# ---- design 1 ----
## src/rtl/mcu_serializer.sv

```systemverilog
// rtl/mcu_serializer.sv - double-buffered MCU block drain emitting one coefficient per cycle
// Pops whole blocks from the MCU FIFO and streams them in zigzag or raster order.
module mcu_serializer #(
  parameter int MCU_SIZE  = 8,
  parameter int BIT_WIDTH = 12,
  parameter int ZIGZAG    = 1
) (
  input  logic                                                clk,
  input  logic                                                rst,
  output logic                                                o_re,
  input  logic                                                i_empty,
  input  logic [0:MCU_SIZE-1][0:MCU_SIZE-1][BIT_WIDTH-1:0]    i_mcu,
  input  logic                                                i_last,
  input  logic                                                i_valid,
  output logic [BIT_WIDTH-1:0]                                o_data,
  output logic                                                o_valid,
  input  logic                                                i_ready,
  output logic                                                o_first,
  output logic                                                o_last
);

  localparam int N  = MCU_SIZE * MCU_SIZE;
  localparam int KW = $clog2(N);
  localparam logic [KW-1:0] K_LAST = KW'(N - 1);

  typedef logic [0:MCU_SIZE-1][0:MCU_SIZE-1][BIT_WIDTH-1:0] mcu_t;
  typedef enum logic [1:0] {S_EMPTY, S_ONE, S_TWO} buf_state_t;

  // Entry k holds the bit-slot of element k inside the flattened block;
  // [0][0] sits in the most significant slot because of the ascending ranges.
  function automatic logic [N*KW-1:0] build_order();
    logic [N*KW-1:0] tbl;
    int idx, r, c, r0;
    tbl = '0;
    idx = 0;
    for (int s = 0; s < 2*MCU_SIZE-1; s++) begin
      if (s % 2 == 0) r0 = (s < MCU_SIZE) ? s : MCU_SIZE - 1;
      else            r0 = (s < MCU_SIZE) ? 0 : s - MCU_SIZE + 1;
      for (int i = 0; i < MCU_SIZE; i++) begin
        r = (s % 2 == 0) ? r0 - i : r0 + i;
        c = s - r;
        if (r >= 0 && r < MCU_SIZE && c >= 0 && c < MCU_SIZE) begin
          tbl[idx*KW +: KW] = KW'(N - 1 - ((ZIGZAG != 0) ? r*MCU_SIZE + c : idx));
          idx++;
        end
      end
    end
    return tbl;
  endfunction

  localparam logic [N*KW-1:0] ORDER = build_order();

  buf_state_t             state, state_nxt;
  mcu_t                   active_mcu, shadow_mcu;
  logic                   active_last, shadow_last;
  logic                   pend;
  logic [KW-1:0]          k;
  logic                   active_valid, shadow_valid;
  logic                   acc, hs, fin;
  logic                   load_active, load_shadow, promote;
  logic [N*BIT_WIDTH-1:0] active_flat;
  logic [KW-1:0]          pos;

  assign active_valid = (state != S_EMPTY);
  assign shadow_valid = (state == S_TWO);
  // Returns without a matching read (e.g. straddling reset) are dropped.
  assign acc          = i_valid & pend;
  assign hs           = o_valid & i_ready;
  assign fin          = hs & (k == K_LAST);

  assign o_re    = !rst & !i_empty & !pend & !shadow_valid & !(active_valid & pend);
  assign o_valid = active_valid;
  assign o_first = o_valid & (k == '0);
  assign o_last  = o_valid & (k == K_LAST) & active_last;

  assign active_flat = active_mcu;
  assign pos         = ORDER[k*KW +: KW];
  assign o_data      = active_flat[pos*BIT_WIDTH +: BIT_WIDTH];

  always_comb begin
    state_nxt   = state;
    load_active = 1'b0;
    load_shadow = 1'b0;
    promote     = 1'b0;
    case (state)
      S_EMPTY: begin
        if (acc) begin
          state_nxt   = S_ONE;
          load_active = 1'b1;
        end
      end
      S_ONE: begin
        if (fin && acc) begin
          load_active = 1'b1;
        end else if (fin) begin
          state_nxt = S_EMPTY;
        end else if (acc) begin
          state_nxt   = S_TWO;
          load_shadow = 1'b1;
        end
      end
      S_TWO: begin
        if (fin) begin
          state_nxt = S_ONE;
          promote   = 1'b1;
        end
      end
      default: state_nxt = S_EMPTY;
    endcase
  end

  always_ff @(posedge clk) begin
    if (rst) begin
      state       <= S_EMPTY;
      pend        <= 1'b0;
      k           <= '0;
      active_mcu  <= '0;
      active_last <= 1'b0;
      shadow_mcu  <= '0;
      shadow_last <= 1'b0;
    end else begin
      state <= state_nxt;
      if (o_re)         pend <= 1'b1;
      else if (i_valid) pend <= 1'b0;
      if (fin)          k <= '0;
      else if (hs)      k <= k + 1'b1;
      if (load_active) begin
        active_mcu  <= i_mcu;
        active_last <= i_last;
      end else if (promote) begin
        active_mcu  <= shadow_mcu;
        active_last <= shadow_last;
      end
      if (load_shadow) begin
        shadow_mcu  <= i_mcu;
        shadow_last <= i_last;
      end
    end
  end

  always_ff @(posedge clk) begin
    if (!rst) assert (!(i_valid && state == S_TWO));
  end

endmodule

```

## config.mk

```make
export PLATFORM = sky130hd
export DESIGN_NAME = mcu_serializer
export DESIGN_NICKNAME = d
export VERILOG_FILES = /design/src/rtl/mcu_serializer.sv
export SDC_FILE = /design/constraint.sdc
export NUM_CORES = 2
export LEC_CHECK = 0
export CAP_MARGIN = 25
export CORE_ASPECT_RATIO = 1.2
export CORE_MARGIN = 2
export CORE_UTILIZATION = 43
export CTS_BUF_LIST = sky130_fd_sc_hd__clkbuf_4 sky130_fd_sc_hd__clkbuf_8 sky130_fd_sc_hd__clkbuf_16
export DETAILED_ROUTE_END_ITERATION = 10
export HOLD_SLACK_MARGIN = 0.05
export PLACE_DENSITY = 0.75
export SLEW_MARGIN = 5
export SYNTH_ARGS = -nofsm -noshare
export SYNTH_HDL_FRONTEND = slang
export SYNTH_SLANG_ARGS = --single-unit
```

## constraint.sdc

```tcl
create_clock -name clk -period 5.1 [get_ports clk]
set_input_delay 1.275 -clock clk [delete_from_list [all_inputs] [get_ports clk]]
set_output_delay 1.275 -clock clk [all_outputs]
set_load 0.02 [all_outputs]
```

Figure 1. The metal 1 layer (design 1).
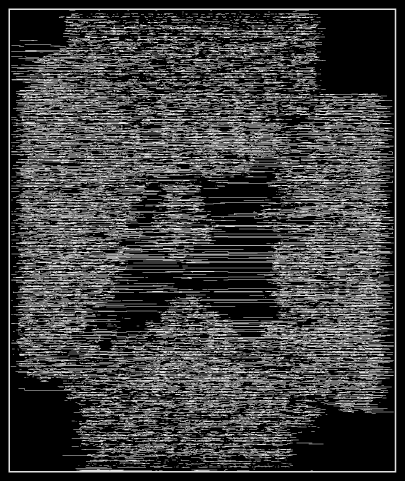
wire length on this layer	105 mm
share of all routed wire	38%
longest straight run	99.1 um

==> datasheet_impl.txt <==
Implementation parameters

Parameter                              Value

Outcome
  Outcome    finished, violations left
  Violated checks    negative setup slack

Min path
  Hold worst-path end    shadow_mcu[26]$_SDFFE_PP0P_

Setup path
  Cell class contributing the biggest share of worst-path delay    buffers and inverters

Power and ir drop
  Leak    27.1 nW

Timing
  Crit path time final    5.59 ns
  Final setup violation count    12
  Final Worst Setup Slack    -0.494 ns

Clocking
  Root Driver    clkbuf_16
  CTS tree    done

GRT
  Global routing usage on met1    0.417
  First-pass GRT wire length    403000 um

Floorplan
  IO Count    790
  Die span in x    365 um

Detailed routing
  Met2 layer wire length in the routed design    124000 um
  Number of remaining DRC errors    0

Yosys
  Sequential area share after synthesis    0.460

Final layout
  Number of nets in the finished design    10364
  Fraction of layout instances using a drive strength above 1    0.107

Place
  Count of port buffers added during placement    789
Figure 2. M2 wires (design 1).
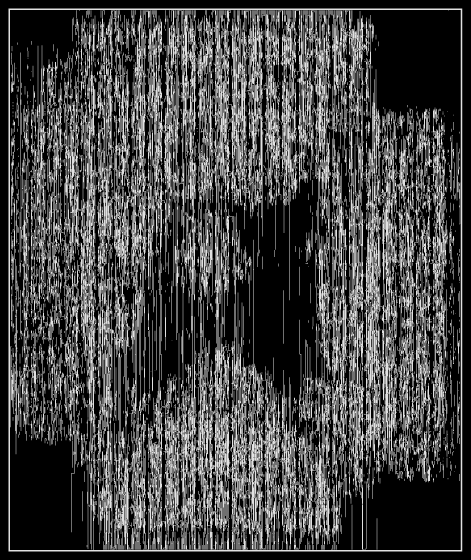
wire length on this layer	124 mm
share of all routed wire	44%
wire length after detailed routing: 279000 um
global routing met2 resource utilization: 0.509
total number of vias: 69800

==> flip-flops by register name (all words and copies together), names as in the netlist <==
name         count
active_flat    768
active_last      1
k                6
pend             1
shadow_last      1
shadow_mcu     768
state            2
==> cells by family after synthesis <==
group	synth area share
fa+ha+maj	0.00242
buf+inv	0.0571
simple gates	0.260
compound gates	0.215
flops	0.460
mux	0.00535
xor+xnor	0.000390
==> layout make-up <==
cell class	count	area, sq um	area share
sequential	1547	31000	0.356
antenna	5	12.5	0.000144
clock inverter	55	880	0.0101
timing repair buffer	1262	13200	0.152
tap	2093	2620	0.0301
clock buffer	229	4690	0.0539
multi-input combinational	6597	34600	0.397
inverter	11	43.8	0.000503
==> metrics by stage <==
step                      TNS, ns  instances  hold WS (ns)  total power, mW
after global routing        -6.55      11795         0.467             28.2
after detailed placement    -4.07      11429         0.447             15.1
after floorplan                 0       9003         0.437             13.7
after CTS                   -6.06      11776         0.454             27.5
final                       -5.36      11799         0.454             27.5
after global placement      -4.38      11428         0.441             15.1
==> worst min-delay path, cell delays in order, from the launching register on <==
cell and delay, ns:
dfxtp_1 0.31, nand2_1 0.05, a21oi_1 0.05

# ---- design 2 ----
Figure 3. The metal 1 layer (design 2).
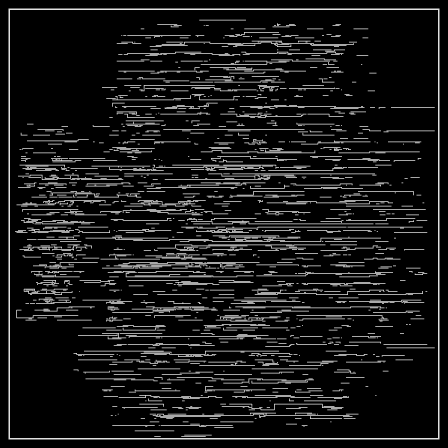
Figure 4. M2 wires (design 2).
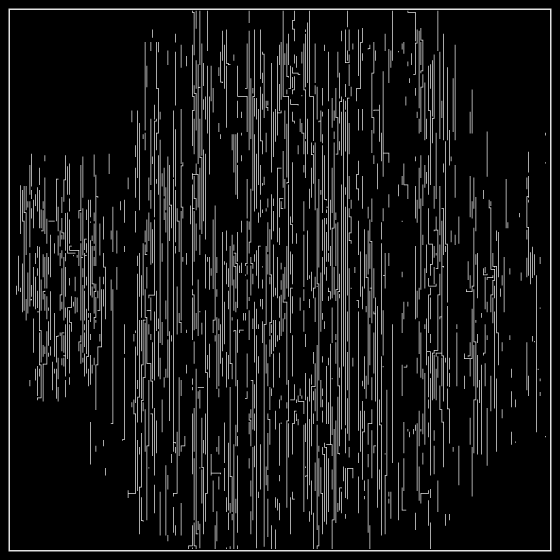
==> config.mk <==
export PLATFORM = sky130hd
export DESIGN_NAME = spi_rd_pack
export DESIGN_NICKNAME = d
export VERILOG_FILES = /design/src/rtl/spi_pkg.sv /design/src/rtl/spi_rd_fifo.sv /design/src/rtl/spi_rd_pack.sv
export SDC_FILE = /design/constraint.sdc
export NUM_CORES = 1
export LEC_CHECK = 0
export CORE_MARGIN = 2
export CORE_UTILIZATION = 55
export CTS_BUF_LIST = sky130_fd_sc_hd__clkbuf_16
export DETAILED_ROUTE_END_ITERATION = 8
export DONT_BUFFER_PORTS = 1
export PLACE_DENSITY = 0.74
export SLEW_MARGIN = 20
export SYNTH_ARGS = -nofsm -noshare
export SYNTH_HDL_FRONTEND = slang
export SYNTH_HIERARCHICAL = 1
export SYNTH_SLANG_ARGS = --single-unit
==> constraint.sdc <==
create_clock -name rd_clk -period 3.8 [get_ports rd_clk]
set_input_delay 0.76 -clock rd_clk [delete_from_list [all_inputs] [get_ports rd_clk]]
set_output_delay 0.76 -clock rd_clk [all_outputs]
set_load 0.02 [all_outputs]
==> src/rtl/spi_pkg.sv <==
// spi_pkg: shared types, constants and lane mapping for the SPI master read path
package spi_pkg;
  typedef enum logic {LSB_FIRST = 1'b0, MSB_FIRST = 1'b1} spi_endian_e;
  localparam int DISCARD_CNT_W = 16;
  function automatic int lane_pos(input int idx, input int pack, input int endian);
    return endian == int'(MSB_FIRST) ? pack - 1 - idx : idx;
  endfunction
endpackage

==> src/rtl/spi_rd_fifo.sv <==
// spi_rd_fifo: show-ahead FIFO; head reads zero while empty so idle outputs stay clean
module spi_rd_fifo #(
  parameter int W = 8,
  parameter int DEPTH = 4
) (
  input  logic                         rd_clk,
  input  logic                         rd_rst_n,
  input  logic                         clr,
  input  logic                         push,
  input  logic [W-1:0]                 din,
  input  logic                         pop,
  output logic [W-1:0]                 dout,
  output logic                         full,
  output logic [$clog2(DEPTH+1)-1:0]   level
);
  localparam int AW = $clog2(DEPTH);
  localparam int LW = $clog2(DEPTH + 1);
  logic [W-1:0] mem [DEPTH];
  logic [AW-1:0] wp, rp;
  logic do_push, do_pop;
  assign full = level == LW'(DEPTH);
  assign do_push = push && !full && !clr;
  assign do_pop = pop && level != '0;
  assign dout = level != '0 ? mem[rp] : '0;
  always_ff @(posedge rd_clk)
    if (do_push) mem[wp] <= din;
  always_ff @(posedge rd_clk or negedge rd_rst_n)
    if (!rd_rst_n) begin
      wp <= '0;
      rp <= '0;
      level <= '0;
    end else if (clr) begin
      wp <= '0;
      rp <= '0;
      level <= '0;
    end else begin
      if (do_push) wp <= wp + 1'b1;
      if (do_pop) rp <= rp + 1'b1;
      level <= level + LW'(do_push) - LW'(do_pop);
    end
endmodule

==> src/rtl/spi_rd_pack.sv <==
// spi_rd_pack: packs deserialised read words into wide beats behind a small FIFO
module spi_rd_pack import spi_pkg::*; #(
  parameter int IN_W = 8,
  parameter int PACK = 4,
  parameter int DEPTH = 4,
  parameter int ENDIAN = 0
) (
  input  logic                         rd_clk,
  input  logic                         rd_rst_n,
  input  logic                         flush,
  input  logic                         discard,
  input  logic                         in_vld,
  output logic                         in_ready,
  input  logic [IN_W-1:0]              in_data,
  input  logic                         in_last,
  output logic                         out_vld,
  input  logic                         out_ready,
  output logic [IN_W*PACK-1:0]         out_data,
  output logic [PACK-1:0]              out_keep,
  output logic                         out_last,
  output logic [$clog2(DEPTH+1)-1:0]   level,
  output logic [DISCARD_CNT_W-1:0]     discard_cnt
);
  localparam int IW = PACK > 1 ? $clog2(PACK) : 1;
  localparam int FW = 1 + PACK + IN_W * PACK;
  logic full, acc, pack_en, push;
  logic [IW-1:0] idx;
  logic [IN_W*PACK-1:0] pk_data, nxt_data;
  logic [PACK-1:0] pk_keep, nxt_keep;
  logic [FW-1:0] head;
  assign in_ready = !flush && (discard || !full);
  assign acc = in_vld && in_ready;
  assign pack_en = acc && !discard;
  assign push = pack_en && (in_last || int'(idx) == PACK - 1);
  // nxt_* is the beat including the current word; it is what gets pushed
  always_comb begin
    nxt_data = pk_data;
    nxt_keep = pk_keep;
    for (int j = 0; j < PACK; j++)
      if (j == lane_pos(int'(idx), PACK, ENDIAN)) begin
        nxt_data[j*IN_W +: IN_W] = in_data;
        nxt_keep[j] = 1'b1;
      end
  end
  always_ff @(posedge rd_clk or negedge rd_rst_n)
    if (!rd_rst_n) begin
      idx <= '0;
      pk_data <= '0;
      pk_keep <= '0;
      discard_cnt <= '0;
    end else if (flush) begin
      idx <= '0;
      pk_data <= '0;
      pk_keep <= '0;
      discard_cnt <= '0;
    end else begin
      if (pack_en) begin
        idx <= push ? '0 : idx + 1'b1;
        pk_data <= push ? '0 : nxt_data;
        pk_keep <= push ? '0 : nxt_keep;
      end
      if (acc && discard && discard_cnt != '1) discard_cnt <= discard_cnt + 1'b1;
    end
  spi_rd_fifo #(.W(FW), .DEPTH(DEPTH)) u_fifo (
    .rd_clk   (rd_clk),
    .rd_rst_n (rd_rst_n),
    .clr      (flush),
    .push     (push),
    .din      ({in_last, nxt_keep, nxt_data}),
    .pop      (out_ready),
    .dout     (head),
    .full     (full),
    .level    (level)
  );
  assign out_vld = level != '0;
  assign {out_last, out_keep, out_data} = head;
endmodule

==> datasheet_impl.txt <==
Implementation parameters

Parameter                              Value

Outcome
  Outcome    complete, no violations

Power and ir drop
  Portion of total power attributed to the clock network    0.338
  Fraction of power consumed by sequential logic    0.439
  Power attributed to the clock group    1.96 mW
  Switching power as a share of total power    0.291

Setup path
  Capturing element type of the critical path    flip-flop
  Critical R2R Launch    idx[0]$_DFFE_PN0P_

Yosys
  EDFF count, synth    148
  Count of warnings emitted by yosys    6
  Cell with the most instances after synthesis    edfxtp_1

Place
  Placed instance area    0.00925 sq mm
  Post-placement cell count    764

Timing
  Number of endpoints with negative hold slack in the final report    0
  Pin slew with the least headroom to its limit    0.893 ns
  Fin Clk Skew    0.0125 ns

Final layout
  Sequential cell area    0.00597 sq mm
  Final std cell area, no fill    0.00993 sq mm
  Combined area of the multi-input logic cells    0.00277 sq mm

Floorplan
  Std cell rows    46
  IO Count    73

Detailed routing
  Drt first pass iters    4
  Top sig layer    met4

Clocking
  Buffer levels on the longest clock path    3
  Root Driver    clkbuf_16
  Number of clock sinks    209

GRT
  Maximum number of pins on one net before global-route repair    62
## Picture notes: Figure 3
main direction	horizontal
share of all routed wire	41%
total number of vias: 4829
wire length after detailed routing: 17800 um
global routing usage on met1: 0.280

## Picture notes: Figure 4
main direction	vertical
share of all routed wire	49%
wire length on this layer	8770 um
global routing met2 resource utilization: 0.344

==> area by class of cell <==
type	count	share of cell area
Clock buffer	21	0.0529
Tap cell	216	0.0272
Sequential cell	209	0.601
Multi-Input combinational cell	308	0.279
Clock inverter	17	0.0131
Inverter	15	0.00567
Timing Repair Buffer	17	0.0212
==> cells by family after synthesis <==
| group | after synthesis | synth area share |
|---|---|---|
| multiplexers | 73 | 0.138 |
| AND-OR/OR-AND | 72 | 0.0535 |
| flip-flops | 209 | 0.668 |
| buffers and inverters | 45 | 0.0244 |
| AND/OR/NAND/NOR | 148 | 0.0949 |
| adder cells (fa/ha/maj) | 12 | 0.0176 |
| XOR/XNOR | 3 | 0.00294 |
==> registers in the layout (all words and copies together), names as in the netlist <==
name,cells
u_fifo/wp,2
idx,2
pk_data,32
u_fifo/rp,2
u_fifo/level,3
pk_keep,4
discard_cnt,16
u_fifo/mem,148
==> critical path: stages (launching register included) <==
cell,delay [ns]
dfrtp_1,0.41
ha_1,0.47
nor2_1,0.21
nor2b_1,0.14
inv_1,0.08
nor3_1,0.37
inv_1,0.09
ha_1,0.28
inv_1,0.06
ha_1,0.13
inv_1,0.05
fa_1,0.37
xor2_1,0.16
and2_1,0.16
nor3_1,0.12

# ---- design 3 ----
Figure 5. The metal 1 layer (design 3).
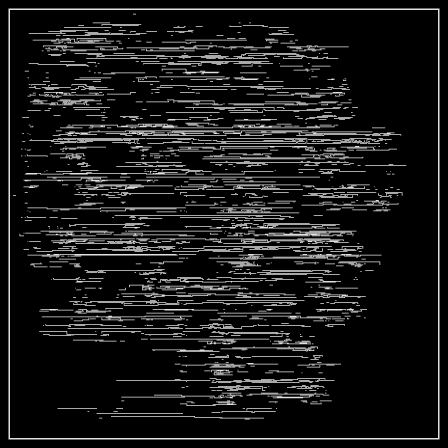
[config.mk]
export PLATFORM = sky130hd
export DESIGN_NAME = downsample_ctrl
export DESIGN_NICKNAME = d
export VERILOG_FILES = /design/src/rtl/ds_pkg.sv /design/src/rtl/downsample_ctrl_max4.sv /design/src/rtl/downsample_ctrl.sv
export SDC_FILE = /design/constraint.sdc
export NUM_CORES = 1
export LEC_CHECK = 0
export CAP_MARGIN = 20
export CELL_PAD_IN_SITES_DETAIL_PLACEMENT = 0
export CELL_PAD_IN_SITES_GLOBAL_PLACEMENT = 1
export CORE_MARGIN = 1.5
export CORE_UTILIZATION = 35
export DETAILED_ROUTE_END_ITERATION = 8
export HOLD_SLACK_MARGIN = 0.12
export PLACE_DENSITY = 0.66
export SLEW_MARGIN = 20
export SYNTH_ARGS = -nofsm -noshare
export SYNTH_HDL_FRONTEND = slang
export SYNTH_HIERARCHICAL = 1
export SYNTH_SLANG_ARGS = --single-unit
[constraint.sdc]
create_clock -name clk -period 3.9 [get_ports clk]
set_input_delay 0.78 -clock clk [delete_from_list [all_inputs] [get_ports clk]]
set_output_delay 0.78 -clock clk [all_outputs]
set_load 0.05 [all_outputs]
[src/rtl/ds_pkg.sv]
// Shared types and tile geometry for the 2x2 max-pool downsample controller.
package ds_pkg;

  typedef enum logic [1:0] {
    LOAD  = 2'd0,
    POOL  = 2'd1,
    DRAIN = 2'd2
  } ds_state_e;

  localparam int TILE_DIM = 3;
  localparam int POOL_DIM = 2;
  localparam int TILE_PIX = 9;
  localparam int POOL_PIX = 4;

  // Flat raster position of tile element [row][col].
  function automatic int tile_pos(input int row, input int col);
    return row * TILE_DIM + col;
  endfunction

endpackage

[src/rtl/downsample_ctrl_max4.sv]
// Combinational unsigned maximum of four WIDTH-bit values.
module max4 #(
  parameter int WIDTH = 8
) (
  input  logic [WIDTH-1:0] i_a,
  input  logic [WIDTH-1:0] i_b,
  input  logic [WIDTH-1:0] i_c,
  input  logic [WIDTH-1:0] i_d,
  output logic [WIDTH-1:0] o_max
);

  logic [WIDTH-1:0] w_ab;
  logic [WIDTH-1:0] w_cd;

  assign w_ab  = (i_a > i_b) ? i_a : i_b;
  assign w_cd  = (i_c > i_d) ? i_c : i_d;
  assign o_max = (w_ab > w_cd) ? w_ab : w_cd;

endmodule

[src/rtl/downsample_ctrl.sv]
// Buffers one 3x3 conv tile, pools it 2x2/stride-1 in one cycle, drains 4 results.
// Optional tile counter port tile_count is built when DS_CTRL_STATS_EN is defined.
module downsample_ctrl
  import ds_pkg::*;
#(
  parameter int WIDTH = 8,
  parameter int CNT_W = 16
) (
  input  logic             clk,
  input  logic             rst_n,
  input  logic             in_valid,
  output logic             in_ready,
  input  logic [WIDTH-1:0] in_data,
  output logic             out_valid,
  input  logic             out_ready,
  output logic [WIDTH-1:0] out_data,
  output logic             out_last,
  input  logic             abort,
  output logic             busy,
`ifdef DS_CTRL_STATS_EN
  output logic [CNT_W-1:0] tile_count,
`endif
  output ds_state_e        dbg_state
);

  // Handshakes: a transfer happens on a rising edge where valid and ready are
  // both high and abort is low; ready/valid here depend on registered state only.

  ds_state_e        r_state;
  logic [3:0]       r_idx;
  logic [1:0]       r_oidx;
  logic [WIDTH-1:0] r_tile [TILE_PIX];
  logic [WIDTH-1:0] r_res  [POOL_PIX];
  logic [WIDTH-1:0] w_max  [POOL_PIX];
  logic             w_in_fire;
  logic             w_out_fire;

  assign in_ready   = (r_state == LOAD);
  assign out_valid  = (r_state == DRAIN);
  assign out_last   = (r_state == DRAIN) && (r_oidx == 2'(POOL_PIX - 1));
  assign out_data   = r_res[r_oidx];
  assign busy       = (r_state != LOAD) || (r_idx != 4'd0);
  assign dbg_state  = r_state;
  assign w_in_fire  = in_valid && in_ready && !abort;
  assign w_out_fire = out_valid && out_ready && !abort;

  for (genvar gi = 0; gi < POOL_DIM; gi++) begin : g_row
    for (genvar gj = 0; gj < POOL_DIM; gj++) begin : g_col
      max4 #(.WIDTH(WIDTH)) u_max4 (
        .i_a   (r_tile[tile_pos(gi,     gj)]),
        .i_b   (r_tile[tile_pos(gi,     gj + 1)]),
        .i_c   (r_tile[tile_pos(gi + 1, gj)]),
        .i_d   (r_tile[tile_pos(gi + 1, gj + 1)]),
        .o_max (w_max[gi * POOL_DIM + gj])
      );
    end
  end

  // The tile buffer is never reset: every element is rewritten before it is pooled.
  always_ff @(posedge clk) begin
    for (int i = 0; i < TILE_PIX; i++) begin
      if (w_in_fire && (r_idx == 4'(i))) begin
        r_tile[i] <= in_data;
      end
    end
  end

  always_ff @(posedge clk or negedge rst_n) begin
    if (!rst_n) begin
      r_state <= LOAD;
      r_idx   <= 4'd0;
      r_oidx  <= 2'd0;
      for (int i = 0; i < POOL_PIX; i++) begin
        r_res[i] <= '0;
      end
    end else if (abort) begin
      r_state <= LOAD;
      r_idx   <= 4'd0;
      r_oidx  <= 2'd0;
    end else begin
      case (r_state)
        LOAD: begin
          if (w_in_fire) begin
            if (r_idx == 4'(TILE_PIX - 1)) begin
              r_idx   <= 4'd0;
              r_state <= POOL;
            end else begin
              r_idx <= r_idx + 4'd1;
            end
          end
        end
        POOL: begin
          for (int i = 0; i < POOL_PIX; i++) begin
            r_res[i] <= w_max[i];
          end
          r_oidx  <= 2'd0;
          r_state <= DRAIN;
        end
        DRAIN: begin
          if (w_out_fire) begin
            if (r_oidx == 2'(POOL_PIX - 1)) begin
              r_oidx  <= 2'd0;
              r_state <= LOAD;
            end else begin
              r_oidx <= r_oidx + 2'd1;
            end
          end
        end
        default: r_state <= LOAD;
      endcase
    end
  end

`ifdef DS_CTRL_STATS_EN
  always_ff @(posedge clk or negedge rst_n) begin
    if (!rst_n) begin
      tile_count <= '0;
    end else if (w_out_fire && out_last) begin
      tile_count <= tile_count + 1'b1;
    end
  end
`else
  if (CNT_W < 1) begin : g_cnt_w_unused
  end
`endif

endmodule

==> datasheet_impl.txt <==
Implementation parameters

Parameter                              Value

Power and ir drop
  Part of the power in combinational logic    0.087
  Combinational-cell power consumption    0.216 mW
  Internal Pwr Total    1.90 mW
  Leak    4.25 nW

Timing
  Crit path time final    3.70 ns
  Post-route setup TNS    0 ns
  Fmax    0.270 GHz

Setup path
  Max Fanout on Critical Path    8
  Kind of critical path    flip-flop to flip-flop
  Number of cell instances on the worst register-to-register path    15
  Worst EP arrival    3.95 ns
  Capturing element type of the critical path    flip-flop
  Kind of launch point of the worst setup path    flip-flop

Clocking
  Source-to-sink clock delay at the later pin of the worst-skew pair    0.36 ns
  Buffer levels on the longest clock path    2
  Num CTS Buffers    9

GRT
  Via count of the first global-routing pass    5309
  Maximum number of pins on one net before global-route repair    41
  GRT Total Usage    0.185

Detailed routing
  Top sig layer    met4
  Post-detailed-route count of antenna-violating nets    0
  Met1 Wirelength    8960 um

Yosys
  Area share of and/or/nand/nor cells after synthesis    0.0691
  Largest area contributor in the synthesized netlist    edfxtp_1

Floorplan
  Die span in x    151 um

Outcome
  Outcome    complete, no violations

Job
  Max-capacitance violation count    0
  Tool warning count    29
## Picture notes: Figure 5
main direction	horizontal
nets with wire on the layer	816
wire length on this layer	8960 um
longest straight run	61.2 um
share of all routed wire	45%
global routing usage on met1: 0.241
wire length after detailed routing: 19800 um
total number of vias: 5181

==> logic make-up after synthesis <==
group,after synthesis
simple gates,90
mux,137
fa+ha+maj,101
compound gates,101
buf+inv,114
flops,112
==> area by class of cell <==
class / instances / share of cell area
multi-input cells: 429 / 0.453
well taps: 275 / 0.0380
inverters: 105 / 0.0435
flip-flops and latches: 112 / 0.349
clock buffers: 12 / 0.0309
repair buffers: 82 / 0.0828
clock inverters: 4 / 0.00331
==> sequential cells by signal, indices dropped and copies added (netlist names) <==
name       flops
r_tile        72
r_oidx         2
r_res         32
dbg_state      2
r_idx          4
==> layout by cell type, fill, tap and decap left out, types with 6 or more instances in the layout <==
master,Yosys,final
mux2_1,8,8
a31oi_4,6,6
and2_1,10,10
buf_4,0,50
buf_12,0,6
nor2_1,10,10
o21ai_1,9,9
ha_1,101,101
nor2b_1,8,7
mux2_2,24,24
clkdlybuf4s50_1,0,25
inv_1,105,105
clkbuf_16,0,11
edfxtp_1,72,72
nand4_2,6,6
dfrtp_1,40,40
mux4_2,8,8
mux2i_2,0,12
nand4_1,12,12
o31a_1,6,6
a21oi_1,42,42
nand2_1,27,27
o21ai_0,11,11
mux2i_1,97,85

# ---- design 4 ----
## src/rtl/regwrite_queue.sv

```systemverilog
// rtl/regwrite_queue.sv - in-order register-write buffer feeding the register-select demux
// Optionally merges a request into the tail entry when it targets the same register.
module regwrite_queue #(
  parameter int dw       = 8,
  parameter int depth    = 4,
  parameter int coalesce = 1
) (
  input  logic                       clk,
  input  logic                       reset,
  input  logic                       in_valid,
  output logic                       in_ready,
  input  logic [3:0]                 in_sel,
  input  logic [dw-1:0]              in_data,
  output logic                       out_valid,
  output logic [3:0]                 out_sel,
  output logic [dw-1:0]              out_data,
  input  logic                       out_ack,
  output logic [$clog2(depth):0]     count,
  output logic                       overflow
);

  localparam int aw = $clog2(depth);
  localparam int cw = aw + 1;

  logic [3:0]    sel_mem_q  [depth];
  logic [dw-1:0] data_mem_q [depth];

  logic [aw-1:0] wr_ptr_q, wr_ptr_d;
  logic [aw-1:0] rd_ptr_q, rd_ptr_d;
  logic [cw-1:0] count_q, count_d;
  logic          overflow_q, overflow_d;

  logic          push, pop, hit;
  logic [aw-1:0] tail_idx, wr_idx;

  assign in_ready  = (count_q != cw'(depth));
  assign out_valid = (count_q != '0);
  assign out_sel   = out_valid ? sel_mem_q[rd_ptr_q]  : 4'd0;
  assign out_data  = out_valid ? data_mem_q[rd_ptr_q] : '0;
  assign count     = count_q;
  assign overflow  = overflow_q;

  assign push     = in_valid && in_ready;
  assign pop      = out_valid && out_ack;
  assign tail_idx = wr_ptr_q - aw'(1);

  // A single-entry queue that is being drained cannot absorb a merge: the tail leaves this cycle.
  assign hit = (coalesce != 0) && push && (count_q != '0) &&
               (sel_mem_q[tail_idx] == in_sel) &&
               !((count_q == cw'(1)) && pop);

  assign wr_idx = hit ? tail_idx : wr_ptr_q;

  always_comb begin
    wr_ptr_d   = wr_ptr_q;
    rd_ptr_d   = rd_ptr_q;
    count_d    = count_q;
    overflow_d = overflow_q;
    if (push && !hit) begin
      wr_ptr_d = wr_ptr_q + aw'(1);
    end
    if (pop) begin
      rd_ptr_d = rd_ptr_q + aw'(1);
    end
    count_d = count_q + cw'(push && !hit) - cw'(pop);
    if (in_valid && !in_ready) begin
      overflow_d = 1'b1;
    end
  end

  always_ff @(posedge clk) begin
    if (reset) begin
      wr_ptr_q   <= '0;
      rd_ptr_q   <= '0;
      count_q    <= '0;
      overflow_q <= 1'b0;
    end else begin
      wr_ptr_q   <= wr_ptr_d;
      rd_ptr_q   <= rd_ptr_d;
      count_q    <= count_d;
      overflow_q <= overflow_d;
    end
  end

  // Storage needs no reset; out_* are masked whenever the queue is empty.
  always_ff @(posedge clk) begin
    if (push && !reset) begin
      sel_mem_q[wr_idx]  <= in_sel;
      data_mem_q[wr_idx] <= in_data;
    end
  end

endmodule

```

## config.mk

```make
export PLATFORM = sky130hd
export DESIGN_NAME = regwrite_queue
export DESIGN_NICKNAME = d
export VERILOG_FILES = /design/src/rtl/regwrite_queue.sv
export SDC_FILE = /design/constraint.sdc
export NUM_CORES = 1
export LEC_CHECK = 0
export ABC_AREA = 1
export CAP_MARGIN = 5
export CORE_ASPECT_RATIO = 1.5
export CORE_MARGIN = 1.5
export CORE_UTILIZATION = 40
export CTS_BUF_LIST = sky130_fd_sc_hd__clkbuf_4 sky130_fd_sc_hd__clkbuf_8
export DETAILED_ROUTE_END_ITERATION = 8
export PLACE_DENSITY = 0.65
export SLEW_MARGIN = 40
export SYNTH_ARGS = -nofsm -noshare
export SYNTH_HDL_FRONTEND = slang
export SYNTH_SLANG_ARGS = --single-unit
```

## constraint.sdc

```tcl
create_clock -name clk -period 2.51 [get_ports clk]
set_input_delay 0.3765 -clock clk [delete_from_list [all_inputs] [get_ports clk]]
set_output_delay 0.3765 -clock clk [all_outputs]
set_load 0.01 [all_outputs]
```

==> datasheet_impl.txt <==
Implementation parameters

Parameter                              Value

Outcome
  Outcome    complete, no violations

Min path
  Classification of the worst-slack hold path    flip-flop to flip-flop

Yosys
  Area share of and/or/nand/nor cells after synthesis    0.216
  Cell with the most instances after synthesis    nor2_1
  Post-synthesis cell count from yosys    272
  Cell types with the highest counts after synthesis    58 x nor2_1, 48 x edfxtp_1, 40 x nand2_1
  EDFF count, synth    48

Clocking
  Total of hold buffers inserted after clock tree synthesis    0
  Clock-pin transition on the worst setup and hold timing paths    0.06 ns
  Cts repair resizes    1
  Num CTS Buffers    9
  Root Driver    clkbuf_8

Detailed routing
  Post-detailed-route count of antenna-violating nets    0
  Top sig layer    met4
  Met2 layer wire length in the routed design    3150 um
  Number of remaining DRC errors    0
  Average wire per standard cell    13.8 um

Setup path
  Kind of launch point of the worst setup path    flip-flop
  Worst EP arrival    2.00 ns
  Critical path data required time    2.13 ns
  Critical Path Slowest Stage Cell    clkdlybuf4s50_1
  Cell-by-cell listing of the critical path    inv_1 > nand2_1 > clkinvlp_4 > buf_12 > a21oi_1 > clkdlybuf4s50_1

Timing
  Setup repair after global routing missed its margin    true
  Final Worst Setup Slack    0.132 ns
  Fmax    0.420 GHz

Power and ir drop
  Max rail drop VDD    685 uV
  Portion of total power attributed to the clock network    0.252

GRT
  Grt total ovfl    0
  Via count of the first global-routing pass    1990
  M3 GR Usage    0.0518
  First-pass GRT wire length    9260 um

Place
  Post-placement cell count    394
  Placed instance area    0.00322 sq mm
  Setup Slack @ Placement    -0.0642 ns

Floorplan
  Vertical die dimension    103 um

Final layout
  Number of antenna diodes    0
  Final std cell area, no fill    0.00352 sq mm
  Most common cell after layout, fill and taps aside    nor2_1
  Area growth from synthesis to layout    31.8%
[per-stage QoR]
step / hold slack, ns / setup TNS, ns / power (mW) / util
5_1_grt: 0.486 / -0.0463 / 3.84 / 0.543
6_report: 0.457 / 0 / 3.63 / 0.543
4_1_cts: 0.462 / 0 / 3.62 / 0.533
3_5_place_dp: 0.450 / -0.0670 / 2.62 / 0.497
3_3_place_gp: 0.446 / -0.00387 / 2.61 / 0.497
2_1_floorplan: 0.436 / 0 / 2.00 / -
[worst paths after layout]
kind                                 to                      from  depth (start not counted)
setup / recovery             out_sel[3]       count[2]$_SDFF_PP0_                          6
hold / removal    overflow$_SDFFE_PP0P_     overflow$_SDFFE_PP0P_                          2
setup reg to reg    count[1]$_SDFF_PP0_  wr_ptr_q[1]$_SDFFE_PP0P_                         17
hold reg to reg   overflow$_SDFFE_PP0P_     overflow$_SDFFE_PP0P_                          2
[final cells by class]
cell class                 instances  area [sq um]  area share
clock buffer                      10           131      0.0373
clock inverter                     6          81.3      0.0231
inverter                          22          96.3      0.0274
multi-input combinational        183           906       0.257
sequential                        58          1650       0.469
tap                               76          95.1      0.0270
timing repair buffer              62           561       0.159
Figure 6. The metal 1 layer (design 4).
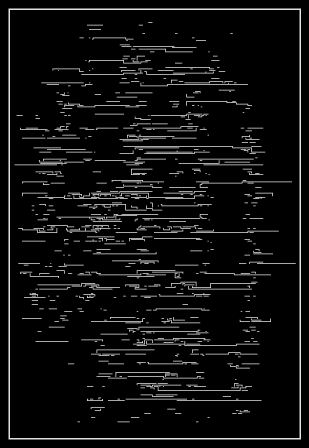
longest straight run	26.2 um
share of all routed wire	37%
main direction	horizontal
nets with wire on the layer	320
total number of vias: 2050
wire length after detailed routing: 5770 um
global routing usage on met1: 0.171


# ---- design 5 ----
Figure 7. The metal 1 layer (design 5).
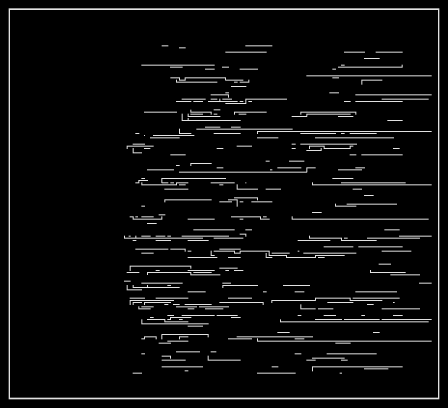
Figure 8. M2 wires (design 5).
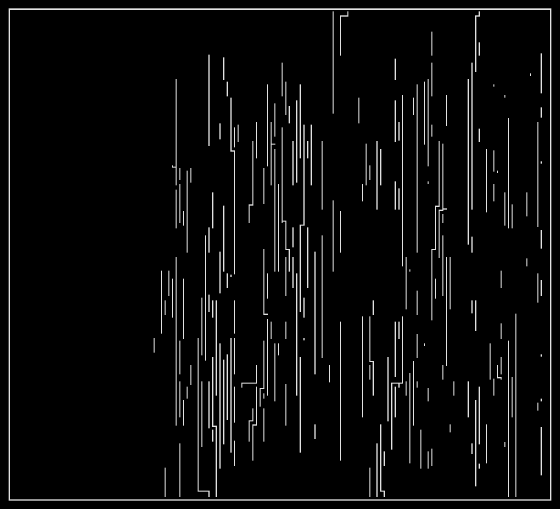
## src/rtl/fifo_ctrl_pkg.sv

```systemverilog
// Shared definitions for the write-side FIFO control blocks:
// arbiter state encoding and a width helper.
package fifo_ctrl_pkg;

    typedef enum logic {
        ST_IDLE  = 1'b0,
        ST_GRANT = 1'b1
    } state_t;

    function automatic int clog2(input int value);
        int width;
        width = 0;
        while ((1 << width) < value) width++;
        return width;
    endfunction

endpackage

```

## src/rtl/rr_pick.sv

```systemverilog
// Combinational round-robin selector: returns the first asserted request
// found when searching upward from ptr+1, wrapping modulo NREQ.
module rr_pick #(
    parameter int NREQ  = 4,
    parameter int PTR_W = 2
) (
    input  logic [NREQ-1:0]  req,
    input  logic [PTR_W-1:0] ptr,
    output logic [PTR_W-1:0] idx,
    output logic             found
);

    logic [2*NREQ-1:0] doubled;
    logic [NREQ-1:0]   rotated;

    // Rotate so bit k of rotated is requester (ptr+1+k) mod NREQ.
    assign doubled = {req, req};
    assign rotated = NREQ'(doubled >> (32'(ptr) + 32'd1));

    always_comb begin
        idx   = '0;
        found = 1'b0;
        for (int k = 0; k < NREQ; k++) begin
            if (!found && rotated[k]) begin
                found = 1'b1;
                idx   = PTR_W'((32'(ptr) + 32'd1 + 32'(k)) % NREQ);
            end
        end
    end

endmodule

```

## src/rtl/fifo_write_arbiter.sv

```systemverilog
// Round-robin arbiter sharing one async-FIFO write port among NREQ requesters,
// granting bounded bursts and never writing while the FIFO reports full.
module fifo_write_arbiter
    import fifo_ctrl_pkg::*;
#(
    parameter  int NREQ     = 4,
    parameter  int DATASIZE = 8,
    parameter  int MAXBURST = 4,
    localparam int OWN_W    = clog2(NREQ),
    localparam int CNT_W    = (clog2(MAXBURST) < 1) ? 1 : clog2(MAXBURST)
) (
    input  logic                     wclk,
    input  logic                     wrst_n,
    input  logic [NREQ-1:0]          req,
    input  logic [NREQ*DATASIZE-1:0] wdata_in,
    output logic [NREQ-1:0]          gnt,
    input  logic                     full,
    output logic                     winc,
    output logic [DATASIZE-1:0]      wdata,
    output logic [OWN_W-1:0]         owner,
    output logic                     busy
);

    state_t               state;
    logic [OWN_W-1:0]     last;
    logic [CNT_W-1:0]     cnt;
    logic [OWN_W-1:0]     pick_ptr;
    logic [OWN_W-1:0]     pick_idx;
    logic                 pick_found;
    logic                 transfer;
    logic                 release_now;
    logic [DATASIZE-1:0]  lane [NREQ];

    for (genvar i = 0; i < NREQ; i++) begin : g_lane
        assign lane[i] = wdata_in[i*DATASIZE +: DATASIZE];
    end

    // Searching from owner+1 visits the owner last, so it is only re-picked
    // when no other requester is waiting.
    assign pick_ptr = (state == ST_GRANT) ? owner : last;

    rr_pick #(
        .NREQ  (NREQ),
        .PTR_W (OWN_W)
    ) u_pick (
        .req   (req),
        .ptr   (pick_ptr),
        .idx   (pick_idx),
        .found (pick_found)
    );

    // Grant is combinational so that full blocks the write in the same cycle.
    always_comb begin
        gnt = '0;
        if (state == ST_GRANT && req[owner] && !full) gnt[owner] = 1'b1;
    end

    assign winc        = |gnt;
    assign wdata       = lane[owner];
    assign busy        = (state == ST_GRANT);
    assign transfer    = winc;
    assign release_now = (transfer && cnt == CNT_W'(MAXBURST - 1)) || !req[owner];

    always_ff @(posedge wclk) begin
        if (!wrst_n) begin
            state <= ST_IDLE;
            owner <= '0;
            last  <= OWN_W'(NREQ - 1);
            cnt   <= '0;
        end else begin
            case (state)
                ST_IDLE: begin
                    if (pick_found) begin
                        state <= ST_GRANT;
                        owner <= pick_idx;
                        cnt   <= '0;
                    end
                end
                ST_GRANT: begin
                    if (release_now) begin
                        last <= owner;
                        cnt  <= '0;
                        if (pick_found) owner <= pick_idx;
                        else            state <= ST_IDLE;
                    end else if (transfer) begin
                        cnt <= cnt + 1'b1;
                    end
                end
                default: state <= ST_IDLE;
            endcase
        end
    end

endmodule

```

## config.mk

```make
export PLATFORM = sky130hd
export DESIGN_NAME = fifo_write_arbiter
export DESIGN_NICKNAME = d
export VERILOG_FILES = /design/src/rtl/fifo_ctrl_pkg.sv /design/src/rtl/rr_pick.sv /design/src/rtl/fifo_write_arbiter.sv
export SDC_FILE = /design/constraint.sdc
export NUM_CORES = 1
export LEC_CHECK = 0
export CELL_PAD_IN_SITES_DETAIL_PLACEMENT = 1
export CELL_PAD_IN_SITES_GLOBAL_PLACEMENT = 2
export CORE_ASPECT_RATIO = 0.9
export CORE_MARGIN = 2
export CORE_UTILIZATION = 21
export CTS_BUF_LIST = sky130_fd_sc_hd__clkbuf_2 sky130_fd_sc_hd__clkbuf_4 sky130_fd_sc_hd__clkbuf_8
export CTS_CLUSTER_SIZE = 8
export DETAILED_ROUTE_END_ITERATION = 6
export HOLD_SLACK_MARGIN = 0.12
export PLACE_DENSITY = 0.87
export REMOVE_ABC_BUFFERS = 1
export SLEW_MARGIN = 10
export SYNTH_ARGS = -nofsm -noshare
export SYNTH_HDL_FRONTEND = slang
export SYNTH_SLANG_ARGS = --single-unit
```

## constraint.sdc

```tcl
create_clock -name wclk -period 2.8 [get_ports wclk]
set_input_delay 0.56 -clock wclk [delete_from_list [all_inputs] [get_ports wclk]]
set_output_delay 0.56 -clock wclk [all_outputs]
set_load 0.02 [all_outputs]
```

==> datasheet_impl.txt <==
Implementation parameters

Parameter                              Value

Power and ir drop
  Power density relative to cell area    427 mW/mm^2
  Part of the power in combinational logic    0.561
  Reported sequential group power    0.119 mW
  Internal Pwr Total    0.418 mW
  Fraction of power consumed by sequential logic    0.191
  Power attributed to the clock group    0.155 mW

Floorplan
  Area of the core region    0.00345 sq mm
  Die outline area    0.00419 sq mm

Detailed routing
  Number of remaining DRC errors    0
  Post-detailed-route count of antenna-violating nets    0
  Sum of met3 wire segment lengths after detailed routing    377 um
  Top sig layer    met4

Setup path
  Cell class contributing the biggest share of worst-path delay    buffers and inverters
  Kind of launch point of the worst setup path    input port
  Critical path data required time    2.24 ns
  Capturing element type of the critical path    primary output

Yosys
  Flops & latches, synth    7
  Area of the mapped netlist    774 sq um
  Post-synthesis cell count from yosys    76
  EDFF count, synth    0
  Number of instances in the synthesized netlist    76

GRT
  Initial antenna violation count    0
  Via count of the first global-routing pass    928

Final layout
  Count of non-filler cells in the finished layout    184
  Number of antenna diodes    0
  Fill cell instance count of the final layout    404
  Fraction of layout instances using a drive strength above 1    0.221

Clocking
  Number of clock sinks    7
  CTS tree    done

Outcome
  Outcome    complete, no violations

Place
  Placed instance area    0.00141 sq mm
  Estimated wirelength of the detail-placed design    2290 um

Timing
  Fin Clk Skew    0.00442 ns

Job
  Tool warning count    26
About Figure 7:
share of all routed wire	40%
longest straight run	27.6 um

About Figure 8:
longest straight run	22.9 um
share of all routed wire	45%
wire length on this layer	1250 um
nets with wire on the layer	167
main direction	vertical
global routing met2 resource utilization: 0.247
wire length after detailed routing: 2760 um
total number of vias: 892

[kinds of logic after synthesis]
logic type                 after synthesis
AOI/OAI and AO/OA                       14
DFF                                      7
buffers and inverters                    6
adders and majority gates                1
muxes                                   16
and+or+nand+nor                         32
[worst min-delay path, cell delays in order, from the launching register on]
cell     delay (ns)
dfxtp_1        0.31
nand2_1        0.06
o21ai_1        0.05
[layer usage]
layer  up-vias  track usage
met2        49        0.247
met5         -            0
li1        425            -
met4         0       0.0600
met1       414        0.148
met3         4       0.0457
[path summary, 6_finish.rpt]
kind	from	endpoint	slack (ns)	depth (start not counted)
worst min-delay path	cnt[1]$_SDFFE_PN0P_	cnt[1]$_SDFFE_PN0P_	0.47	2
worst max-delay path	req[3]	winc	0.07	5
worst min register to register	cnt[1]$_SDFFE_PN0P_	cnt[1]$_SDFFE_PN0P_	0.47	2
worst max register to register	owner[0]$_SDFFE_PN0P_	cnt[0]$_SDFFE_PN0P_	1.05	6
[layout make-up]
type                    count  share of cell area
clock buffers               4              0.0334
multi-input cells          63               0.408
flip-flops and latches      7              0.0959
well taps                  44              0.0377
repair buffers             66               0.425

# ---- design 6 ----
Figure 9. The metal 1 layer (design 6).
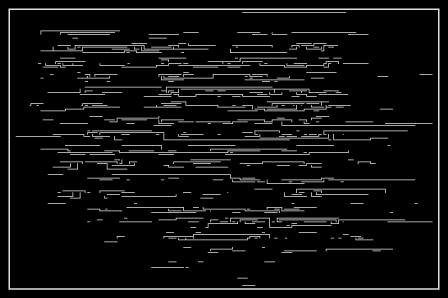
Figure 10. M2 wires (design 6).
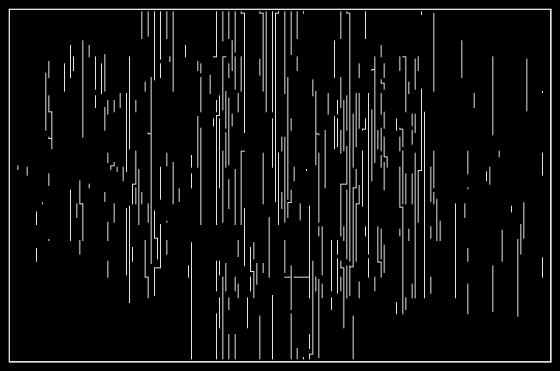
## config.mk

```make
export PLATFORM = sky130hd
export DESIGN_NAME = mem_port_arbiter_flat
export DESIGN_NICKNAME = d
export VERILOG_FILES = /design/src/rtl/mem_port_arbiter_if.sv /design/src/rtl/mem_port_arbiter.sv /design/src/flat_wrapper.sv
export SDC_FILE = /design/constraint.sdc
export NUM_CORES = 1
export LEC_CHECK = 0
export CORE_AREA = 2 2 78 50
export CTS_CLUSTER_DIAMETER = 100
export DETAILED_ROUTE_END_ITERATION = 12
export DIE_AREA = 0 0 80 52
export HOLD_SLACK_MARGIN = 0.08
export PLACE_DENSITY = 0.77
export SYNTH_ARGS = -nofsm -noshare
export SYNTH_HDL_FRONTEND = slang
export SYNTH_SLANG_ARGS = --single-unit
```

## constraint.sdc

```tcl
create_clock -name clk -period 1.4 [get_ports clk]
set_input_delay 0.28 -clock clk [delete_from_list [all_inputs] [get_ports clk]]
set_output_delay 0.28 -clock clk [all_outputs]
set_load 0.1 [all_outputs]
```

## src/rtl/mem_port_arbiter_if.sv

```systemverilog
// mem_port_arbiter_if: requester handshakes plus the memory_system bus.
// The arbiter takes the slave side, the requesters and memory the master side.
interface mem_port_arbiter_if #(
  parameter int DATA_W = 8,
  parameter int ADDR_W = 2
);
  logic              req_a, we_a, done_a;
  logic [ADDR_W-1:0] addr_a;
  logic [DATA_W-1:0] wdata_a;
  logic              req_b, we_b, done_b;
  logic [ADDR_W-1:0] addr_b;
  logic [DATA_W-1:0] wdata_b;
  logic [DATA_W-1:0] rdata;
  logic              busy;
  logic [DATA_W-1:0] mem_data;
  logic [ADDR_W-1:0] mem_addr;
  logic              mem_store;
  logic [DATA_W-1:0] mem_q;
  modport slave (
    input  req_a, we_a, addr_a, wdata_a, req_b, we_b, addr_b, wdata_b, mem_q,
    output done_a, done_b, rdata, busy, mem_data, mem_addr, mem_store
  );
  modport master (
    output req_a, we_a, addr_a, wdata_a, req_b, we_b, addr_b, wdata_b, mem_q,
    input  done_a, done_b, rdata, busy, mem_data, mem_addr, mem_store
  );
endinterface

```

## src/rtl/mem_port_arbiter.sv

```systemverilog
// mem_port_arbiter: round-robin sharing of a latch-based 4x8 memory between two requesters.
// Writes run setup/strobe/hold so the store strobe never overlaps an address or data change.
module mem_port_arbiter #(
  parameter int DATA_W = 8,
  parameter int ADDR_W = 2
) (
  input  logic clk,
  input  logic reset,
  mem_port_arbiter_if.slave bus
);
  typedef enum logic [2:0] {IDLE, SETUP, STROBE, HOLD, READ} state_t;
  state_t state_q, state_d;
  logic last_b_q, last_b_d, op_b_q, op_b_d;
  logic mem_store_q, mem_store_d, done_a_q, done_a_d, done_b_q, done_b_d, busy_q, busy_d;
  logic [ADDR_W-1:0] mem_addr_q, mem_addr_d;
  logic [DATA_W-1:0] mem_data_q, mem_data_d, rdata_q, rdata_d;
  logic eff_a, eff_b, sel_b, sel_we, grant, finishing;
  always_comb begin
    // a requester whose done is showing is masked so a late req drop cannot re-grant it
    eff_a = bus.req_a & ~done_a_q;
    eff_b = bus.req_b & ~done_b_q;
    sel_b = eff_b & ~(eff_a & last_b_q);
    sel_we = sel_b ? bus.we_b : bus.we_a;
    grant = (state_q == IDLE) & (eff_a | eff_b);
    state_d = state_q == IDLE   ? (grant ? (sel_we ? SETUP : READ) : IDLE) :
              state_q == SETUP  ? STROBE :
              state_q == STROBE ? HOLD : IDLE;
    mem_addr_d = grant ? (sel_b ? bus.addr_b : bus.addr_a) : mem_addr_q;
    mem_data_d = grant ? (sel_b ? bus.wdata_b : bus.wdata_a) : mem_data_q;
    op_b_d = grant ? sel_b : op_b_q;
    last_b_d = grant ? sel_b : last_b_q;
    finishing = (state_q == HOLD) | (state_q == READ);
    done_a_d = finishing & ~op_b_q;
    done_b_d = finishing & op_b_q;
    rdata_d = state_q == READ ? bus.mem_q : rdata_q;
    mem_store_d = state_d == STROBE;
    busy_d = state_d != IDLE;
  end
  always_ff @(posedge clk) begin
    if (reset) begin
      state_q <= IDLE;
      last_b_q <= 1'b1;
      op_b_q <= 1'b0;
      mem_store_q <= 1'b0;
      done_a_q <= 1'b0;
      done_b_q <= 1'b0;
      busy_q <= 1'b0;
      mem_addr_q <= '0;
      mem_data_q <= '0;
      rdata_q <= '0;
    end else begin
      state_q <= state_d;
      last_b_q <= last_b_d;
      op_b_q <= op_b_d;
      mem_store_q <= mem_store_d;
      done_a_q <= done_a_d;
      done_b_q <= done_b_d;
      busy_q <= busy_d;
      mem_addr_q <= mem_addr_d;
      mem_data_q <= mem_data_d;
      rdata_q <= rdata_d;
    end
  end
  assign bus.mem_store = mem_store_q;
  assign bus.mem_addr = mem_addr_q;
  assign bus.mem_data = mem_data_q;
  assign bus.done_a = done_a_q;
  assign bus.done_b = done_b_q;
  assign bus.busy = busy_q;
  assign bus.rdata = rdata_q;
endmodule
```

## src/flat_wrapper.sv

```systemverilog
// flat-port wrapper written by rule: the top's interface ports become plain ports
module mem_port_arbiter_flat 
#(
  parameter int DATA_W = 8,
  parameter int ADDR_W = 2
)
  (clk, reset, bus_req_a, bus_we_a, bus_addr_a, bus_wdata_a, bus_req_b, bus_we_b, bus_addr_b, bus_wdata_b, bus_mem_q, bus_done_a, bus_done_b, bus_rdata, bus_busy, bus_mem_data, bus_mem_addr, bus_mem_store);
  mem_port_arbiter_if #(.DATA_W(DATA_W), .ADDR_W(ADDR_W)) bus_i ();
  input  logic clk;
  input  logic reset;
  input wire logic [$bits(bus_i.req_a)-1:0] bus_req_a;
  input wire logic [$bits(bus_i.we_a)-1:0] bus_we_a;
  input wire logic [$bits(bus_i.addr_a)-1:0] bus_addr_a;
  input wire logic [$bits(bus_i.wdata_a)-1:0] bus_wdata_a;
  input wire logic [$bits(bus_i.req_b)-1:0] bus_req_b;
  input wire logic [$bits(bus_i.we_b)-1:0] bus_we_b;
  input wire logic [$bits(bus_i.addr_b)-1:0] bus_addr_b;
  input wire logic [$bits(bus_i.wdata_b)-1:0] bus_wdata_b;
  input wire logic [$bits(bus_i.mem_q)-1:0] bus_mem_q;
  output wire logic [$bits(bus_i.done_a)-1:0] bus_done_a;
  output wire logic [$bits(bus_i.done_b)-1:0] bus_done_b;
  output wire logic [$bits(bus_i.rdata)-1:0] bus_rdata;
  output wire logic [$bits(bus_i.busy)-1:0] bus_busy;
  output wire logic [$bits(bus_i.mem_data)-1:0] bus_mem_data;
  output wire logic [$bits(bus_i.mem_addr)-1:0] bus_mem_addr;
  output wire logic [$bits(bus_i.mem_store)-1:0] bus_mem_store;
  assign bus_i.req_a = bus_req_a;
  assign bus_i.we_a = bus_we_a;
  assign bus_i.addr_a = bus_addr_a;
  assign bus_i.wdata_a = bus_wdata_a;
  assign bus_i.req_b = bus_req_b;
  assign bus_i.we_b = bus_we_b;
  assign bus_i.addr_b = bus_addr_b;
  assign bus_i.wdata_b = bus_wdata_b;
  assign bus_i.mem_q = bus_mem_q;
  assign bus_done_a = bus_i.done_a;
  assign bus_done_b = bus_i.done_b;
  assign bus_rdata = bus_i.rdata;
  assign bus_busy = bus_i.busy;
  assign bus_mem_data = bus_i.mem_data;
  assign bus_mem_addr = bus_i.mem_addr;
  assign bus_mem_store = bus_i.mem_store;
  mem_port_arbiter #(.DATA_W(DATA_W), .ADDR_W(ADDR_W)) u_core (.clk(clk), .reset(reset), .bus(bus_i));
endmodule
```

==> datasheet_impl.txt <==
Implementation parameters

Parameter                              Value

Final layout
  Combined area of the multi-input logic cells    614 sq um
  Most common cell after layout, fill and taps aside    nand2_1

Power and ir drop
  Top power group    combinational logic
  Reported sequential group power    1.00 mW
  Leak    0.920 nW
  Part of the power in combinational logic    0.553
  Power density relative to cell area    1390 mW/mm^2

Detailed routing
  Via-per-instance ratio    4.63
  Count of routing violations after the opening detailed-route iteration    27
  Average wire per standard cell    13.2 um

Yosys
  Share of synthesized area spent on multiplexers    0.00855
  Compound Share, Synth    0.234
  Largest area contributor in the synthesized netlist    dfxtp_1
  Synthesized area per cell    8.94 sq um

Setup path
  Critical R2R Launch    u_core.bus.done_b$_SDFF_PP0_
  Critical path data required time    1.57 ns
  Termination of the worst setup path    u_core.last_b_q$_SDFFE_PP1N_
  Max Fanout on Critical Path    5

Clocking
  Buffer levels on the longest clock path    2

Timing
  Final Worst Setup Slack    -0.122 ns
  Final setup violation count    12
  Pin slew with the least headroom to its limit    0.355 ns
  Fin Clk Skew    0.00783 ns

Outcome
  Violated checks    negative setup slack
  Outcome    finished, violations left

GRT
  Maximum number of pins on one net before global-route repair    15

Min path
  Hold worst-path end    u_core.bus.done_a$_SDFF_PP0_

Place
  Placed instance area    0.00212 sq mm
  Post-placement cell count    243
  Count of port buffers added during placement    55
  Estimated wirelength of the detail-placed design    2450 um

Floorplan
  IO Count    56
  Std cell rows    17
About Figure 9:
main direction	horizontal
longest straight run	24.8 um
wire length on this layer	1640 um
nets with wire on the layer	205
global routing usage on met1: 0.205
total number of vias: 1181
wire length after detailed routing: 3370 um

About Figure 10:
share of all routed wire	45%
main direction	vertical
longest straight run	36.7 um
global routing met2 resource utilization: 0.257

## routing by layer
| metal | share of wire | vias to the layer above | GRT usage |
|---|---|---|---|
| li1 | - | 607 | - |
| met2 | 0.45 | 26 | 0.257 |
| met5 | 0 | - | 0 |
| met1 | 0.49 | 546 | 0.205 |
| met3 | 0.058 | 2 | 0.0469 |
| met4 | 0.0071 | 0 | 0.0339 |
## area by class of cell
type	instances	share of cell area
clock buffers	4	0.0194
multi-input cells	94	0.265
flip-flops and latches	27	0.236
well taps	47	0.0253
repair buffers	83	0.455
## cell usage after synthesis (all sizes together) (2+ instances only)
cell	number
a311oi	10
dfxtp	27
a21oi	11
nor2b	2
nor2	13
nand2	40
nand2b	2
and2	2
clkbuf	6
buf	4
## flip-flops by register name (all words and copies together) (netlist names)
| register | cells |
|---|---|
| u_core.bus.mem_addr | 2 |
| u_core.bus.busy | 1 |
| u_core.state_q | 3 |
| u_core.bus.mem_store | 1 |
| u_core.bus.done_a | 1 |
| u_core.last_b_q | 1 |
| u_core.bus.done_b | 1 |
| u_core.op_b_q | 1 |
| u_core.bus.mem_data | 8 |
| u_core.bus.rdata | 8 |


==> gallery <==
Routing congestion.
picture 1
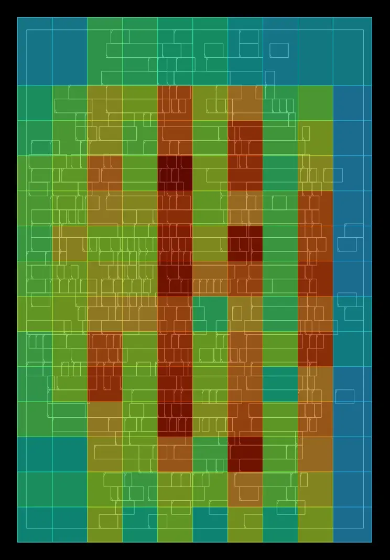
picture 2
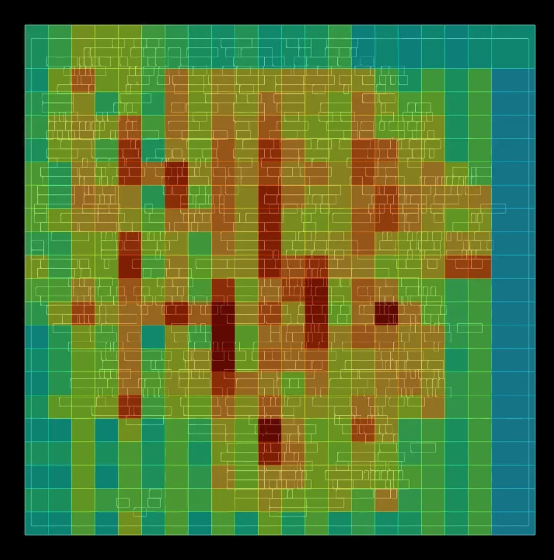
picture 3
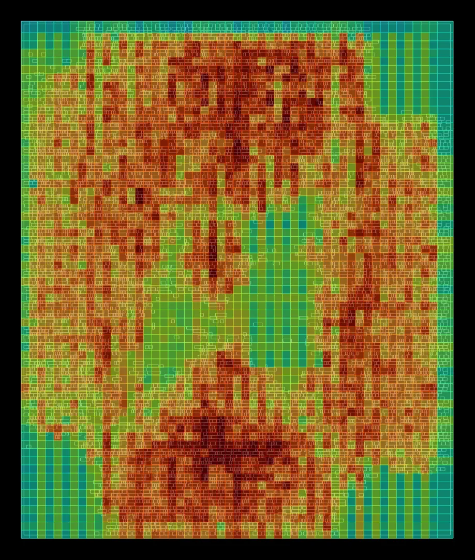
picture 4
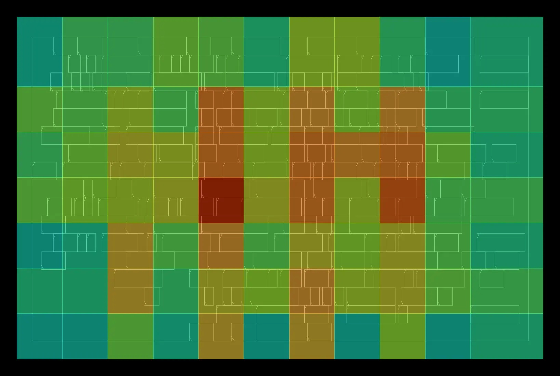
picture 5
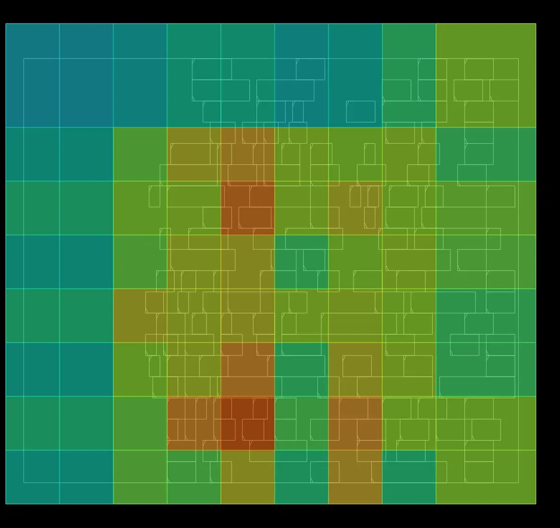
picture 6
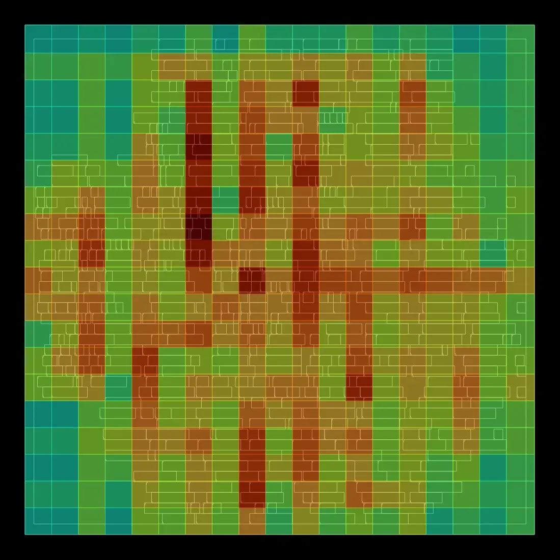
- highest track usage: picture 3
| picture | from |
|---|---|
| picture 4 | design 6 |
| picture 1 | design 4 |
| picture 2 | design 3 |
| picture 5 | design 5 |
| picture 6 | design 2 |
| picture 3 | design 1 |

Power figures rest on the tool's default switching activity, not on a simulated workload.
